# hazard_forward_ctrl_flat

`src/rtl/hazard_forward_ctrl_pkg.sv`:
```
`default_nettype none
// ============================================================================
//  Module      : hazard_pkg
//  Description : Shared types for the pipeline hazard / forwarding controller:
//                EX operand select encoding, controller FSM states and a
//                helper sizing the load-use bubble counter.
//  Revision    : 1.0  initial release
// ============================================================================
package hazard_pkg;

    // EX operand mux select; the encoding is visible on fwd_sel.
    typedef enum logic [1:0] {
        FWD_RF  = 2'b00,
        FWD_WB  = 2'b01,
        FWD_MEM = 2'b10
    } fwd_sel_e;

    // Controller states: normal flow, extra load-use bubbles, data-memory wait.
    typedef enum logic [1:0] {
        RUN      = 2'd0,
        LU_WAIT  = 2'd1,
        MEM_WAIT = 2'd2
    } hz_state_e;

    // The bubble counter only has to hold LOAD_LAT-1; keep it at least 1 bit wide.
    function automatic int unsigned lu_cnt_width(int unsigned load_lat);
        return (load_lat > 1) ? $clog2(load_lat) : 1;
    endfunction

endpackage : hazard_pkg
`default_nettype wire

```
`src/rtl/hazard_forward_ctrl_if.sv`:
```
`default_nettype none
// ============================================================================
//  Module      : hazard_forward_ctrl_if
//  Description : Bundle of pipeline-stage hazard inputs and the stall, flush,
//                bubble and forwarding controls returned by the controller.
//                master = pipeline side, slave = hazard controller.
//  Revision    : 1.0  initial release
// ============================================================================
interface hazard_forward_ctrl_if #(
    parameter int AW     = 5,
    parameter int NPORTS = 2,
    parameter int CNT_W  = 32
) ();

    // ID stage
    logic [NPORTS-1:0][AW-1:0] rs_id;
    logic [NPORTS-1:0]         rs_used_id;
    // EX stage
    logic [NPORTS-1:0][AW-1:0] rs_ex;
    logic [AW-1:0]             rd_ex;
    logic                      reg_write_ex;
    logic                      mem_read_ex;
    logic                      branch_taken_ex;
    // MEM stage
    logic [AW-1:0]             rd_mem;
    logic                      reg_write_mem;
    logic                      mem_req_mem;
    logic                      dmem_ready;
    // WB stage
    logic [AW-1:0]             rd_wb;
    logic                      reg_write_wb;
    // Controls back to the pipeline
    logic [NPORTS-1:0][1:0]    fwd_sel;
    logic                      stall_if;
    logic                      stall_id;
    logic                      stall_ex;
    logic                      stall_mem;
    logic                      bubble_ex;
    logic                      flush_id;
    logic [CNT_W-1:0]          stall_cnt;

    modport master (
        output rs_id, rs_used_id, rs_ex, rd_ex, reg_write_ex, mem_read_ex,
               branch_taken_ex, rd_mem, reg_write_mem, mem_req_mem, dmem_ready,
               rd_wb, reg_write_wb,
        input  fwd_sel, stall_if, stall_id, stall_ex, stall_mem, bubble_ex,
               flush_id, stall_cnt
    );

    modport slave (
        input  rs_id, rs_used_id, rs_ex, rd_ex, reg_write_ex, mem_read_ex,
               branch_taken_ex, rd_mem, reg_write_mem, mem_req_mem, dmem_ready,
               rd_wb, reg_write_wb,
        output fwd_sel, stall_if, stall_id, stall_ex, stall_mem, bubble_ex,
               flush_id, stall_cnt
    );

endinterface : hazard_forward_ctrl_if
`default_nettype wire

```
`src/rtl/hazard_forward_ctrl_fwd_port_sel.sv`:
```
`default_nettype none
// ============================================================================
//  Module      : fwd_port_sel
//  Description : Forwarding select for one EX source operand. A younger
//                result in MEM wins over an older one in WB; writes to x0
//                are never forwarded.
//  Revision    : 1.0  initial release
// ============================================================================
module fwd_port_sel
    import hazard_pkg::*;
#(
    parameter int AW = 5
) (
    input  wire logic [AW-1:0] rs_ex,
    input  wire logic [AW-1:0] rd_mem,
    input  wire logic          reg_write_mem,
    input  wire logic [AW-1:0] rd_wb,
    input  wire logic          reg_write_wb,
    output fwd_sel_e           sel
);

    logic mem_hit;
    logic wb_hit;

    assign mem_hit = reg_write_mem && (rd_mem != '0) && (rd_mem == rs_ex);
    assign wb_hit  = reg_write_wb  && (rd_wb  != '0) && (rd_wb  == rs_ex);

    // Priority select: MEM result is newer than the WB result.
    always_comb begin
        sel = FWD_RF;
        if (mem_hit) begin
            sel = FWD_MEM;
        end else if (wb_hit) begin
            sel = FWD_WB;
        end
    end

endmodule : fwd_port_sel
`default_nettype wire

```
`src/rtl/hazard_forward_ctrl.sv`:
```
`default_nettype none
// ============================================================================
//  Module      : hazard_forward_ctrl
//  Description : Hazard controller for the 5-stage core. Drives EX operand
//                forwarding, load-use stalls with LOAD_LAT bubbles, data
//                memory wait stalls, branch flush and a saturating count of
//                front-end stall cycles.
//  Revision    : 1.0  initial release
// ============================================================================
module hazard_forward_ctrl
    import hazard_pkg::*;
#(
    parameter int AW       = 5,
    parameter int NPORTS   = 2,
    parameter int LOAD_LAT = 1,
    parameter int CNT_W    = 32
) (
    input  wire logic            clk,
    input  wire logic            rst_n,
    hazard_forward_ctrl_if.slave bus
);

    localparam int unsigned LCW = lu_cnt_width(LOAD_LAT);

    hz_state_e        state_q, state_d;
    logic [LCW-1:0]   cnt_q, cnt_d;
    logic [CNT_W-1:0] stall_cnt_q, stall_cnt_d;

    logic flush_req;
    logic mem_wait;
    logic lu_hit;
    logic lu_match;

    logic stall_if_c, stall_id_c, stall_ex_c, stall_mem_c;
    logic bubble_c, flush_c;

    // ------------------------------------------------------------------
    // Per-port forwarding compare
    // ------------------------------------------------------------------
    for (genvar gi = 0; gi < NPORTS; gi++) begin : g_port
        fwd_sel_e port_sel;

        fwd_port_sel #(
            .AW (AW)
        ) u_fwd_port_sel (
            .rs_ex         (bus.rs_ex[gi]),
            .rd_mem        (bus.rd_mem),
            .reg_write_mem (bus.reg_write_mem),
            .rd_wb         (bus.rd_wb),
            .reg_write_wb  (bus.reg_write_wb),
            .sel           (port_sel)
        );

        assign bus.fwd_sel[gi] = port_sel;
    end

    // ------------------------------------------------------------------
    // Hazard conditions
    // ------------------------------------------------------------------
    assign flush_req = bus.branch_taken_ex;
    assign mem_wait  = bus.mem_req_mem && !bus.dmem_ready;

    // Any ID port that really reads the register the EX load is producing.
    always_comb begin
        lu_match = 1'b0;
        for (int i = 0; i < NPORTS; i++) begin
            if (bus.rs_used_id[i] && (bus.rs_id[i] == bus.rd_ex)) begin
                lu_match = 1'b1;
            end
        end
    end

    assign lu_hit = bus.mem_read_ex && bus.reg_write_ex &&
                    (bus.rd_ex != '0) && lu_match;

    // ------------------------------------------------------------------
    // FSM next-state and control decode (flush > mem wait > load-use)
    // ------------------------------------------------------------------
    always_comb begin
        state_d     = state_q;
        cnt_d       = cnt_q;
        stall_if_c  = 1'b0;
        stall_id_c  = 1'b0;
        stall_ex_c  = 1'b0;
        stall_mem_c = 1'b0;
        bubble_c    = 1'b0;
        flush_c     = 1'b0;

        case (state_q)
            RUN: begin
                if (flush_req) begin
                    flush_c  = 1'b1;
                    bubble_c = 1'b1;
                end else if (mem_wait) begin
                    stall_if_c  = 1'b1;
                    stall_id_c  = 1'b1;
                    stall_ex_c  = 1'b1;
                    stall_mem_c = 1'b1;
                    state_d     = MEM_WAIT;
                end else if (lu_hit) begin
                    stall_if_c = 1'b1;
                    stall_id_c = 1'b1;
                    bubble_c   = 1'b1;
                    // First bubble is this cycle; LU_WAIT covers the rest.
                    if (LOAD_LAT > 1) begin
                        cnt_d   = LCW'(LOAD_LAT - 1);
                        state_d = LU_WAIT;
                    end
                end
            end

            LU_WAIT: begin
                if (flush_req) begin
                    // The dependent instruction is squashed, so stop bubbling.
                    flush_c  = 1'b1;
                    bubble_c = 1'b1;
                    cnt_d    = '0;
                    state_d  = RUN;
                end else begin
                    stall_if_c = 1'b1;
                    stall_id_c = 1'b1;
                    bubble_c   = 1'b1;
                    cnt_d      = cnt_q - LCW'(1);
                    if (cnt_q == LCW'(1)) begin
                        state_d = RUN;
                    end
                end
            end

            MEM_WAIT: begin
                if (!bus.dmem_ready) begin
                    stall_if_c  = 1'b1;
                    stall_id_c  = 1'b1;
                    stall_ex_c  = 1'b1;
                    stall_mem_c = 1'b1;
                end else begin
                    // EX was frozen; a branch held there can now flush.
                    state_d = RUN;
                    if (flush_req) begin
                        flush_c  = 1'b1;
                        bubble_c = 1'b1;
                    end
                end
            end

            default: begin
                state_d = RUN;
                cnt_d   = '0;
            end
        endcase
    end

    // Saturating count of cycles the front end was held.
    always_comb begin
        stall_cnt_d = stall_cnt_q;
        if (stall_if_c && (stall_cnt_q != '1)) begin
            stall_cnt_d = stall_cnt_q + CNT_W'(1);
        end
    end

    // State, bubble counter and stall counter registers.
    always_ff @(posedge clk) begin
        if (!rst_n) begin
            state_q     <= RUN;
            cnt_q       <= '0;
            stall_cnt_q <= '0;
        end else begin
            state_q     <= state_d;
            cnt_q       <= cnt_d;
            stall_cnt_q <= stall_cnt_d;
        end
    end

    assign bus.stall_if  = stall_if_c;
    assign bus.stall_id  = stall_id_c;
    assign bus.stall_ex  = stall_ex_c;
    assign bus.stall_mem = stall_mem_c;
    assign bus.bubble_ex = bubble_c;
    assign bus.flush_id  = flush_c;
    assign bus.stall_cnt = stall_cnt_q;

endmodule : hazard_forward_ctrl
`default_nettype wire

```
`src/flat_wrapper.sv`:
```
// flat-port wrapper written by rule: the top's interface ports become plain ports
module hazard_forward_ctrl_flat import hazard_pkg::*;
#(
    parameter int AW       = 5,
    parameter int NPORTS   = 2,
    parameter int LOAD_LAT = 1,
    parameter int CNT_W    = 32
)
  (clk, rst_n, bus_rs_id, bus_rs_used_id, bus_rs_ex, bus_rd_ex, bus_reg_write_ex, bus_mem_read_ex, bus_branch_taken_ex, bus_rd_mem, bus_reg_write_mem, bus_mem_req_mem, bus_dmem_ready, bus_rd_wb, bus_reg_write_wb, bus_fwd_sel, bus_stall_if, bus_stall_id, bus_stall_ex, bus_stall_mem, bus_bubble_ex, bus_flush_id, bus_stall_cnt);
  hazard_forward_ctrl_if #(.AW(AW), .NPORTS(NPORTS), .CNT_W(CNT_W)) bus_i ();
  input  wire logic clk;
  input  wire logic rst_n;
  input wire logic [$bits(bus_i.rs_id)-1:0] bus_rs_id;
  input wire logic [$bits(bus_i.rs_used_id)-1:0] bus_rs_used_id;
  input wire logic [$bits(bus_i.rs_ex)-1:0] bus_rs_ex;
  input wire logic [$bits(bus_i.rd_ex)-1:0] bus_rd_ex;
  input wire logic [$bits(bus_i.reg_write_ex)-1:0] bus_reg_write_ex;
  input wire logic [$bits(bus_i.mem_read_ex)-1:0] bus_mem_read_ex;
  input wire logic [$bits(bus_i.branch_taken_ex)-1:0] bus_branch_taken_ex;
  input wire logic [$bits(bus_i.rd_mem)-1:0] bus_rd_mem;
  input wire logic [$bits(bus_i.reg_write_mem)-1:0] bus_reg_write_mem;
  input wire logic [$bits(bus_i.mem_req_mem)-1:0] bus_mem_req_mem;
  input wire logic [$bits(bus_i.dmem_ready)-1:0] bus_dmem_ready;
  input wire logic [$bits(bus_i.rd_wb)-1:0] bus_rd_wb;
  input wire logic [$bits(bus_i.reg_write_wb)-1:0] bus_reg_write_wb;
  output wire logic [$bits(bus_i.fwd_sel)-1:0] bus_fwd_sel;
  output wire logic [$bits(bus_i.stall_if)-1:0] bus_stall_if;
  output wire logic [$bits(bus_i.stall_id)-1:0] bus_stall_id;
  output wire logic [$bits(bus_i.stall_ex)-1:0] bus_stall_ex;
  output wire logic [$bits(bus_i.stall_mem)-1:0] bus_stall_mem;
  output wire logic [$bits(bus_i.bubble_ex)-1:0] bus_bubble_ex;
  output wire logic [$bits(bus_i.flush_id)-1:0] bus_flush_id;
  output wire logic [$bits(bus_i.stall_cnt)-1:0] bus_stall_cnt;
  assign bus_i.rs_id = bus_rs_id;
  assign bus_i.rs_used_id = bus_rs_used_id;
  assign bus_i.rs_ex = bus_rs_ex;
  assign bus_i.rd_ex = bus_rd_ex;
  assign bus_i.reg_write_ex = bus_reg_write_ex;
  assign bus_i.mem_read_ex = bus_mem_read_ex;
  assign bus_i.branch_taken_ex = bus_branch_taken_ex;
  assign bus_i.rd_mem = bus_rd_mem;
  assign bus_i.reg_write_mem = bus_reg_write_mem;
  assign bus_i.mem_req_mem = bus_mem_req_mem;
  assign bus_i.dmem_ready = bus_dmem_ready;
  assign bus_i.rd_wb = bus_rd_wb;
  assign bus_i.reg_write_wb = bus_reg_write_wb;
  assign bus_fwd_sel = bus_i.fwd_sel;
  assign bus_stall_if = bus_i.stall_if;
  assign bus_stall_id = bus_i.stall_id;
  assign bus_stall_ex = bus_i.stall_ex;
  assign bus_stall_mem = bus_i.stall_mem;
  assign bus_bubble_ex = bus_i.bubble_ex;
  assign bus_flush_id = bus_i.flush_id;
  assign bus_stall_cnt = bus_i.stall_cnt;
  hazard_forward_ctrl #(.AW(AW), .NPORTS(NPORTS), .LOAD_LAT(LOAD_LAT), .CNT_W(CNT_W)) u_core (.clk(clk), .rst_n(rst_n), .bus(bus_i));
endmodule
```
`config.mk`:
```
export PLATFORM = sky130hd
export DESIGN_NAME = hazard_forward_ctrl_flat
export DESIGN_NICKNAME = d
export VERILOG_FILES = /design/src/rtl/hazard_forward_ctrl_pkg.sv /design/src/rtl/hazard_forward_ctrl_if.sv /design/src/rtl/hazard_forward_ctrl_fwd_port_sel.sv /design/src/rtl/hazard_forward_ctrl.sv /design/src/flat_wrapper.sv
export SDC_FILE = /design/constraint.sdc
export NUM_CORES = 1
export LEC_CHECK = 0
export ABC_AREA = 1
export CAP_MARGIN = 15
export CELL_PAD_IN_SITES_DETAIL_PLACEMENT = 1
export CELL_PAD_IN_SITES_GLOBAL_PLACEMENT = 1
export CORE_UTILIZATION = 34
export CTS_CLUSTER_DIAMETER = 100
export CTS_CLUSTER_SIZE = 16
export DETAILED_ROUTE_END_ITERATION = 10
export GPL_TIMING_DRIVEN = 1
export PLACE_DENSITY = 0.95
export SETUP_SLACK_MARGIN = 0.15
export SKIP_LAST_GASP = 1
export SYNTH_ARGS = -nofsm -noshare
export SYNTH_HDL_FRONTEND = slang
export SYNTH_SLANG_ARGS = --single-unit
```
`constraint.sdc`:
```
create_clock -name clk -period 4.39 [get_ports clk]
set_input_delay 0.439 -clock clk [delete_from_list [all_inputs] [get_ports clk]]
set_output_delay 0.439 -clock clk [all_outputs]
set_load 0.01 [all_outputs]
```
### Track usage over the die, hazard_forward_ctrl_flat

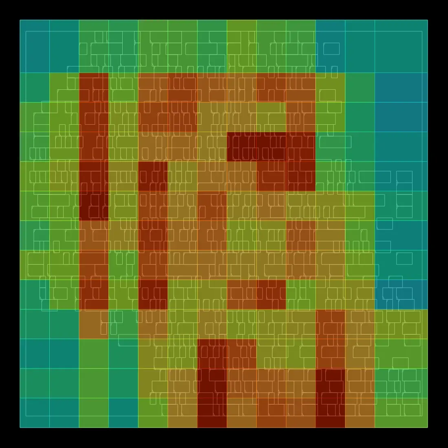
layer with the highest usage: met2
routed wirelength normalized by instance count: 15.6 um
Total GRT Usage: 24.8%
met3 layer usage reported by global route: 2.87%
met2 capacity usage during global routing: 45.4%

### M4 wires, hazard_forward_ctrl_flat

The bar under the picture is 20 um long. Supply wires on this layer in grey. Cells faint in the background.
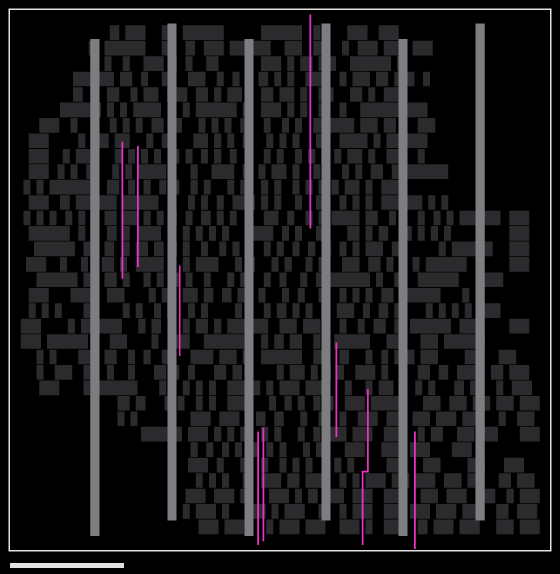
wire length on this layer	202 um
longest straight run	37.4 um
main direction	vertical
nets with wire on the layer	9

==> flow_summary.rst <==
Synthesis and place-and-route
=============================

.. list-table::
   :header-rows: 1

   * - Metric
     - Value
   * - Count of nets left with antenna violations after detail routing
     - 0
   * - Number of logged tool warnings
     - 26
   * - Cell count along the critical path
     - 13
   * - Pre-Repair DR Iteration Count
     - 4
   * - Total die size
     - 0.00905 mm2
   * - Slew @ Worst Pin
     - 1.06 ns
   * - Number of vias after detailed routing
     - 3542
   * - Slowest stage cell, crit path
     - sky130_fd_sc_hd__clkdlybuf4s50_1
   * - Pre-CTS WS
     - 1.24 ns
   * - Power Total
     - 690 uW
   * - Top cells by area in the synthesized netlist
     - sky130_fd_sc_hd__nand2_1 (23%), sky130_fd_sc_hd__dfxtp_1 (22%), sky130_fd_sc_hd__nor2_1 (11%), sky130_fd_sc_hd__nand4_1 (6.4%), sky130_fd_sc_hd__inv_1 (5.6%)
   * - Leading power group
     - registers
   * - Fin worst setup slack
     - 1.24 ns
   * - Effective utilization at floorplan
     - 35.5%
   * - MUX area fraction
     - 0%
   * - Result of the run
     - finished, final reports clean
   * - Clock group share of total power
     - 35.2%
   * - Proportion of netlist area held by the largest area contributor
     - 22.8%
   * - Post-layout instance area
     - 0.00395 mm2

# id_ex_stage

## config.mk

```make
export PLATFORM = sky130hd
export DESIGN_NAME = id_ex_stage
export DESIGN_NICKNAME = d
export VERILOG_FILES = /design/src/rtl/id_ex_stage.sv
export SDC_FILE = /design/constraint.sdc
export NUM_CORES = 1
export LEC_CHECK = 0
export ABC_AREA = 0
export CORE_MARGIN = 8
export CORE_UTILIZATION = 40
export DETAILED_ROUTE_END_ITERATION = 8
export PLACE_DENSITY = 0.72
export SYNTH_ARGS = -nofsm -noshare
export SYNTH_HDL_FRONTEND = slang
export SYNTH_SLANG_ARGS = --single-unit
```

## constraint.sdc

```tcl
create_clock -name clk -period 4.8 [get_ports clk]
set_input_delay 0.96 -clock clk [delete_from_list [all_inputs] [get_ports clk]]
set_output_delay 0.96 -clock clk [all_outputs]
set_load 0.005 [all_outputs]
```

## src/rtl/id_ex_stage.sv

```systemverilog
// id_ex_stage: WISC ID/EX pipeline register with MEM/WB operand forwarding and load-use stall detection
module id_ex_stage #(
  parameter int DW = 16,
  parameter int RW = 4
) (
  input  logic          clk,
  input  logic          rst_n,
  input  logic          id_valid,
  input  logic [RW-1:0] id_rs,
  input  logic [RW-1:0] id_rt,
  input  logic [RW-1:0] id_rd,
  input  logic [DW-1:0] id_rf0,
  input  logic [DW-1:0] id_rf1,
  input  logic [DW-1:0] id_imm,
  input  logic          id_use_imm,
  input  logic [2:0]    id_ctrl,
  input  logic [3:0]    id_shamt,
  input  logic          id_alu_op,
  input  logic          id_mem_rd,
  input  logic          id_mem_wr,
  input  logic          id_reg_wr,
  input  logic          flush,
  input  logic          ex_hold,
  input  logic          mem_fwd_wr,
  input  logic [RW-1:0] mem_fwd_rd,
  input  logic [DW-1:0] mem_fwd_data,
  input  logic          wb_fwd_wr,
  input  logic [RW-1:0] wb_fwd_rd,
  input  logic [DW-1:0] wb_fwd_data,
  output logic          stall_id,
  output logic          ex_valid,
  output logic [DW-1:0] ex_src0,
  output logic [DW-1:0] ex_src1,
  output logic [DW-1:0] ex_store_data,
  output logic [2:0]    ex_ctrl,
  output logic [3:0]    ex_shamt,
  output logic          ex_alu_op,
  output logic          ex_mem_rd,
  output logic          ex_mem_wr,
  output logic          ex_reg_wr,
  output logic [RW-1:0] ex_rd
);
  logic [RW-1:0] rs, rt;
  logic [DW-1:0] rs_val, rt_val, imm, cap0, cap1, fwd0, fwd1;
  logic          use_imm, load_use;
  assign load_use = ex_valid & ex_mem_rd & (ex_rd != '0) & id_valid &
                    ((id_rs == ex_rd) | ((id_rt == ex_rd) & (!id_use_imm | id_mem_wr)));
  assign stall_id = !flush & (ex_hold | load_use);
  // WB bypass at capture covers a register written and read in the same cycle
  always_comb begin
    cap0 = (id_rs == '0) ? '0 : (wb_fwd_wr && wb_fwd_rd == id_rs) ? wb_fwd_data : id_rf0;
    cap1 = (id_rt == '0) ? '0 : (wb_fwd_wr && wb_fwd_rd == id_rt) ? wb_fwd_data : id_rf1;
    fwd0 = (rs == '0) ? '0 : (mem_fwd_wr && mem_fwd_rd == rs) ? mem_fwd_data :
           (wb_fwd_wr && wb_fwd_rd == rs) ? wb_fwd_data : rs_val;
    fwd1 = (rt == '0) ? '0 : (mem_fwd_wr && mem_fwd_rd == rt) ? mem_fwd_data :
           (wb_fwd_wr && wb_fwd_rd == rt) ? wb_fwd_data : rt_val;
  end
  assign ex_src0       = fwd0;
  assign ex_src1       = use_imm ? imm : fwd1;
  assign ex_store_data = fwd1;
  always_ff @(posedge clk or negedge rst_n) begin
    if (!rst_n) begin
      ex_valid  <= 1'b0;
      ex_alu_op <= 1'b0;
      ex_mem_rd <= 1'b0;
      ex_mem_wr <= 1'b0;
      ex_reg_wr <= 1'b0;
      ex_ctrl   <= '0;
      ex_shamt  <= '0;
      ex_rd     <= '0;
      rs        <= '0;
      rt        <= '0;
      rs_val    <= '0;
      rt_val    <= '0;
      imm       <= '0;
      use_imm   <= 1'b0;
    end else if (flush | (!ex_hold & load_use)) begin
      ex_valid  <= 1'b0;
      ex_alu_op <= 1'b0;
      ex_mem_rd <= 1'b0;
      ex_mem_wr <= 1'b0;
      ex_reg_wr <= 1'b0;
    end else if (!ex_hold) begin
      ex_valid  <= id_valid;
      ex_alu_op <= id_valid & id_alu_op;
      ex_mem_rd <= id_valid & id_mem_rd;
      ex_mem_wr <= id_valid & id_mem_wr;
      ex_reg_wr <= id_valid & id_reg_wr;
      ex_ctrl   <= id_ctrl;
      ex_shamt  <= id_shamt;
      ex_rd     <= id_rd;
      rs        <= id_rs;
      rt        <= id_rt;
      rs_val    <= cap0;
      rt_val    <= cap1;
      imm       <= id_imm;
      use_imm   <= id_use_imm;
    end
  end
endmodule
```

### M4 wires, id_ex_stage

The bar under the picture is 50 um long. Supply wires on this layer in grey. Cells faint in the background.
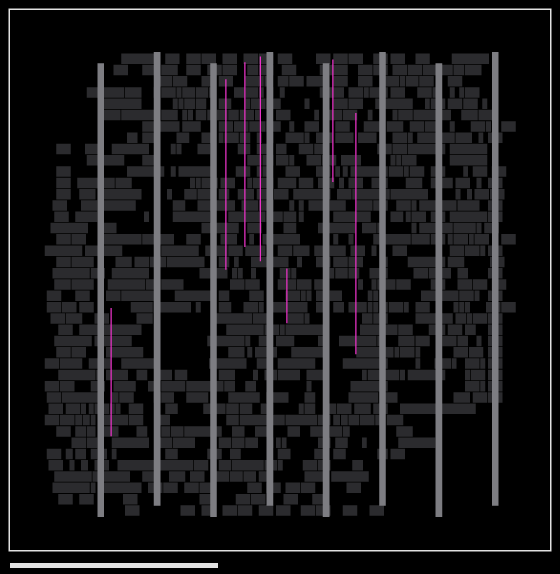
longest straight run	57.8 um
nets with wire on the layer	5

==> flow_summary.rst <==
Synthesis and place-and-route
=============================

.. list-table::
   :header-rows: 1

   * - Metric
     - Value
   * - MUX area fraction
     - 28.5%
   * - Final cycle utilization of the critical path
     - 91.1%
   * - Critical path start-end classification
     - in2out
   * - Dominant class by area
     - combinational gates
   * - Dominant register cell
     - sky130_fd_sc_hd__dfrtp_1
   * - Met3 wire length
     - 1360 um
   * - Count of endpoints failing hold in the final timing report
     - 0
   * - Count of instantiated cells in the yosys netlist
     - 512
   * - Cts repair resizes
     - 0
   * - Maximum clock frequency
     - 0.229 GHz
   * - Placed Instances
     - 841
   * - Result of the run
     - finished, final reports clean
   * - Post-synthesis compound-gate area fraction
     - 13.4%
   * - Global route overflow
     - 0
   * - Number of vias after detailed routing
     - 4499
   * - Switching power share of the total
     - 30.6%
   * - Number of logic inverters in the finished layout
     - 17
   * - Pre-CTS WS
     - 0.450 ns
   * - XOR/XNOR Area Share
     - 5.39%
   * - Met3 layer usage reported by global route
     - 5.92%
   * - Die span in x
     - 130 um
   * - Placement Rows
     - 41
   * - Number of hold-repair buffers added at the cts stage
     - 0
   * - Count of synthesis-stage warnings from yosys
     - 0
   * - Effective utilization at floorplan
     - 41.0%
   * - Worst path arrival time
     - 3.41 ns
   * - Final instance count without filler cells
     - 857
   * - Dominant logic cell type in the layout
     - sky130_fd_sc_hd__clkdlybuf4s50_1
   * - MI comb area
     - 0.00313 mm2
   * - Total die size
     - 0.0169 mm2
### Met1 routing, id_ex_stage

Supply wires on this layer in grey.
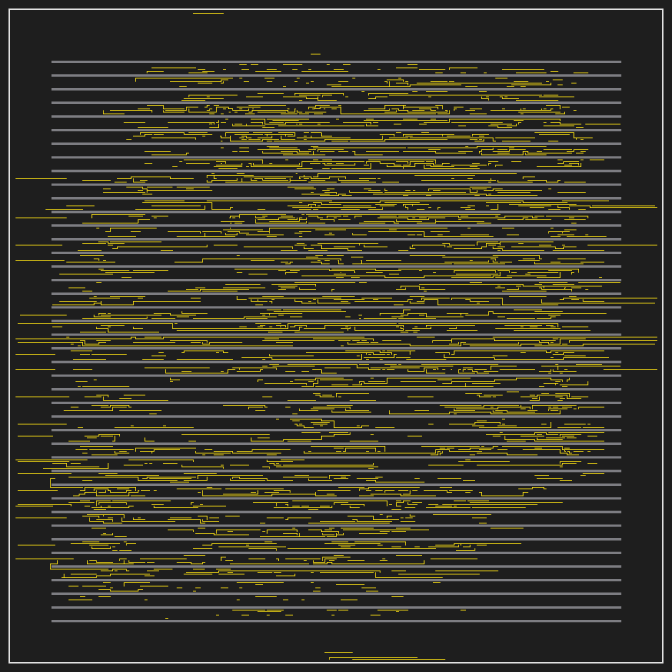
longest straight run	41.9 um
wire length on this layer	7690 um
share of all routed wire	44%
main direction	horizontal


# if_fetch_ctrl

### Track usage over the die, if_fetch_ctrl

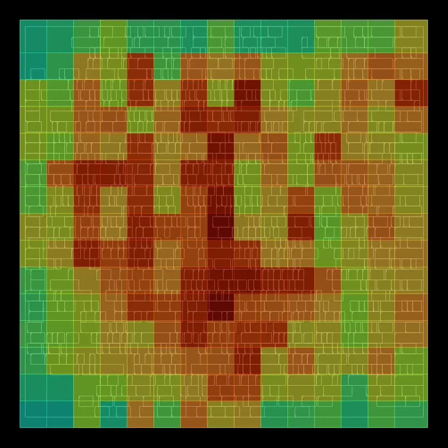
### Local utilization, if_fetch_ctrl

11 x 11 tiles, from white (low) to dark blue (high), 0 to 100% covered.
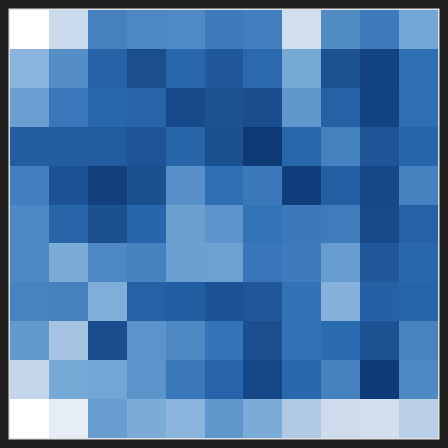
==> src/rtl/if_fetch_ctrl.sv <==
// P5 fetch-stage controller: PC register, ROM addressing, stall/redirect, address range check.
// Optional performance counters are enabled by defining IF_FETCH_PERF_EN.
module if_fetch_ctrl #(
  parameter logic [31:0] RESET_PC    = 32'h0000_3000,
  parameter int unsigned IM_WORDS    = 4096,
  parameter bit          HALT_ON_ERR = 1'b1
) (
  input  logic        clk,
  input  logic        reset,
  input  logic        stall,
  input  logic        redirect_valid,
  input  logic [31:0] redirect_pc,
  input  logic [31:0] im_instr,
  output logic [31:0] im_addr,
  output logic [31:0] instr_F,
  output logic [31:0] pc_F,
  output logic        valid_F,
  output logic        addr_err,
  output logic [31:0] err_pc,
  output logic        halted
`ifdef IF_FETCH_PERF_EN
  ,
  output logic [31:0] perf_fetch,
  output logic [31:0] perf_stall,
  output logic [31:0] perf_redirect
`endif
);

  localparam logic [31:0] IM_BYTES = 32'(4 * IM_WORDS);

  typedef enum logic [1:0] {
    S_BOOT,
    S_RUN,
    S_HALT
  } state_t;

  state_t      state_q, state_d;
  logic [31:0] pc_q, pc_d;
  logic        addr_err_q, addr_err_d;
  logic [31:0] err_pc_q, err_pc_d;
  logic [31:0] pc_offset;
  logic        addr_ok;
  logic        run;

  // Offset is taken in full 32 bits so wrapped/low addresses fail the range test.
  assign pc_offset = pc_q - RESET_PC;
  assign addr_ok   = (pc_q[1:0] == 2'b00) && (pc_q >= RESET_PC) && (pc_offset < IM_BYTES);
  assign run       = (state_q == S_RUN);

  always_ff @(posedge clk) begin
    if (reset) begin
      state_q    <= S_BOOT;
      pc_q       <= RESET_PC;
      addr_err_q <= 1'b0;
      err_pc_q   <= 32'h0;
    end else begin
      state_q    <= state_d;
      pc_q       <= pc_d;
      addr_err_q <= addr_err_d;
      err_pc_q   <= err_pc_d;
    end
  end

  // Next state, next PC and sticky error capture.
  always_comb begin
    state_d    = state_q;
    pc_d       = pc_q;
    addr_err_d = addr_err_q;
    err_pc_d   = err_pc_q;
    case (state_q)
      S_BOOT: state_d = S_RUN;
      S_RUN: begin
        if (!stall) begin
          if (redirect_valid) pc_d = redirect_pc;
          else                pc_d = pc_q + 32'd4;
        end
        if (!addr_ok) begin
          if (!addr_err_q) begin
            addr_err_d = 1'b1;
            err_pc_d   = pc_q;
          end
          if (HALT_ON_ERR) state_d = S_HALT;
        end
      end
      S_HALT: state_d = S_HALT;
      default: state_d = S_BOOT;
    endcase
  end

  // IF/ID boundary is combinational; the pipeline register sits outside this block.
  assign im_addr  = pc_q;
  assign pc_F     = pc_q;
  assign valid_F  = run && addr_ok;
  assign instr_F  = valid_F ? im_instr : 32'h0;
  assign addr_err = addr_err_q;
  assign err_pc   = err_pc_q;
  assign halted   = (state_q == S_HALT);

`ifdef IF_FETCH_PERF_EN
  logic redirect_take;
  assign redirect_take = run && !stall && redirect_valid;

  always_ff @(posedge clk) begin
    if (reset) begin
      perf_fetch    <= 32'h0;
      perf_stall    <= 32'h0;
      perf_redirect <= 32'h0;
    end else begin
      if (valid_F && !stall) perf_fetch    <= perf_fetch + 32'd1;
      if (run && stall)      perf_stall    <= perf_stall + 32'd1;
      if (redirect_take)     perf_redirect <= perf_redirect + 32'd1;
    end
  end
`endif

endmodule

==> config.mk <==
export PLATFORM = sky130hd
export DESIGN_NAME = if_fetch_ctrl
export DESIGN_NICKNAME = d
export VERILOG_FILES = /design/src/rtl/if_fetch_ctrl.sv
export SDC_FILE = /design/constraint.sdc
export NUM_CORES = 1
export LEC_CHECK = 0
export ABC_AREA = 1
export CAP_MARGIN = 30
export CORE_UTILIZATION = 48
export CTS_CLUSTER_SIZE = 24
export DETAILED_ROUTE_END_ITERATION = 10
export HOLD_SLACK_MARGIN = 0.08
export PLACE_DENSITY = 0.87
export SKIP_LAST_GASP = 1
export SLEW_MARGIN = 10
export SYNTH_ARGS = -nofsm -noshare
export SYNTH_HDL_FRONTEND = slang
export SYNTH_SLANG_ARGS = --single-unit
==> constraint.sdc <==
create_clock -name clk -period 3.35 [get_ports clk]
set_clock_uncertainty 0.2 [all_clocks]
set_input_delay 0.67 -clock clk [delete_from_list [all_inputs] [get_ports clk]]
set_output_delay 0.67 -clock clk [all_outputs]
set_load 0.05 [all_outputs]
==> flow_summary.rst <==
Synthesis and place-and-route
=============================

.. list-table::
   :header-rows: 1

   * - Metric
     - Value
   * - Result of the run
     - finished, final reports clean
   * - Top cells by area in the synthesized netlist
     - sky130_fd_sc_hd__dfxtp_1 (26%), sky130_fd_sc_hd__nand2_1 (12%), sky130_fd_sc_hd__inv_1 (9.5%), sky130_fd_sc_hd__nor2_1 (6.9%), sky130_fd_sc_hd__nand4_1 (5.4%)
   * - Clock group share of total power
     - 12.3%
   * - CP most frequent cell
     - sky130_fd_sc_hd__nand2_1
   * - Detailed-routing wirelength on met1
     - 6820 um
   * - Number of vias after detailed routing
     - 5833
   * - Post-layout nets
     - 1051
   * - Number of clock buffers inserted by TritonCTS
     - 9
   * - Root cell of the clock tree
     - sky130_fd_sc_hd__clkbuf_8
   * - Part of the power in combinational logic
     - 68.7%
   * - Number of logged tool warnings
     - 31
   * - Power Total
     - 6.67 mW
   * - Total length of routed wires
     - 18100 um
   * - Highest signal layer in the routed design
     - met4
   * - R2R setup slack
     - 0.46 ns
   * - Fill cell total of the finished layout
     - 799
   * - Cell count along the critical path
     - 12
   * - Routability cong.
     - 1.01
   * - Syn nets
     - 890
   * - Sequential logic power
     - 1.27 mW
   * - Clock buffers
     - 11
   * - Slowest stage cell, crit path
     - sky130_fd_sc_hd__dfxtp_1
   * - Dominant register cell
     - sky130_fd_sc_hd__dfxtp_1
   * - Sequence of cells on the critical path
     - nand2_4 > nand2_2 > nor2_4 > nand2_1 > nand2_1 > nand2_1 > nor2_2 > nand3_2 > nand3b_4 > buf_12 > nor2_2 > buf_12
   * - Startpoint of the tightest hold check path
     - state_q[1]$_SDFFE_PP0P_
   * - Launching point of the worst reg2reg path
     - state_q[1]$_SDFFE_PP0P_
   * - Wire length of the first global-routing pass
     - 27700 um
   * - Effective utilization at floorplan
     - 49.4%
   * - Pre-Repair DR Iteration Count
     - 6
## Picture notes: 'Track usage over the die' of if_fetch_ctrl
routed wirelength normalized by instance count: 16.2 um
layer with the highest usage: met2
post-layout util: 73.9%
met3 layer usage reported by global route: 7.92%

## Picture notes: 'Local utilization' of if_fetch_ctrl
emptiest ninth of the die	south-west
mean over tiles	68%
fullest tile	97%
nearly empty tiles	1.7%
tiles over 75% full	43%



==> gallery <==
Cell classes on the final placement.
panel A
The bar under the picture is 20 um long. Fill, decap, tap and diode cells in grey.
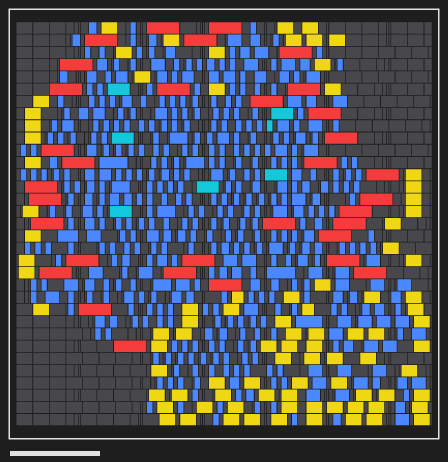
panel B
The bar under the picture is 20 um long. Fill, decap, tap and diode cells in grey.
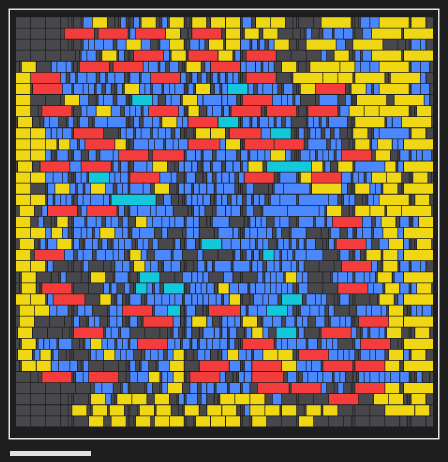
panel C
The bar under the picture is 50 um long. Fill, decap, tap and diode cells in grey.
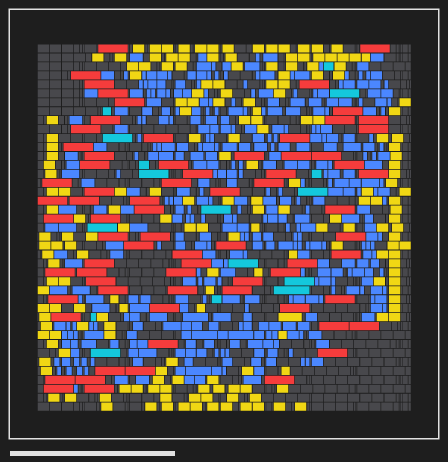
id_ex_stage is panel C.
hazard_forward_ctrl_flat is panel A.
if_fetch_ctrl is panel B.

Key to panel A:
class	colour	cells	share of their area
remaining logic cells	blue	450	57%
registers	red	33	17%
remaining buffers and delay cells	yellow	89	23%
clock drivers and dummy loads	cyan	7	2.3%

Power is estimated from default activity; no workload was simulated.
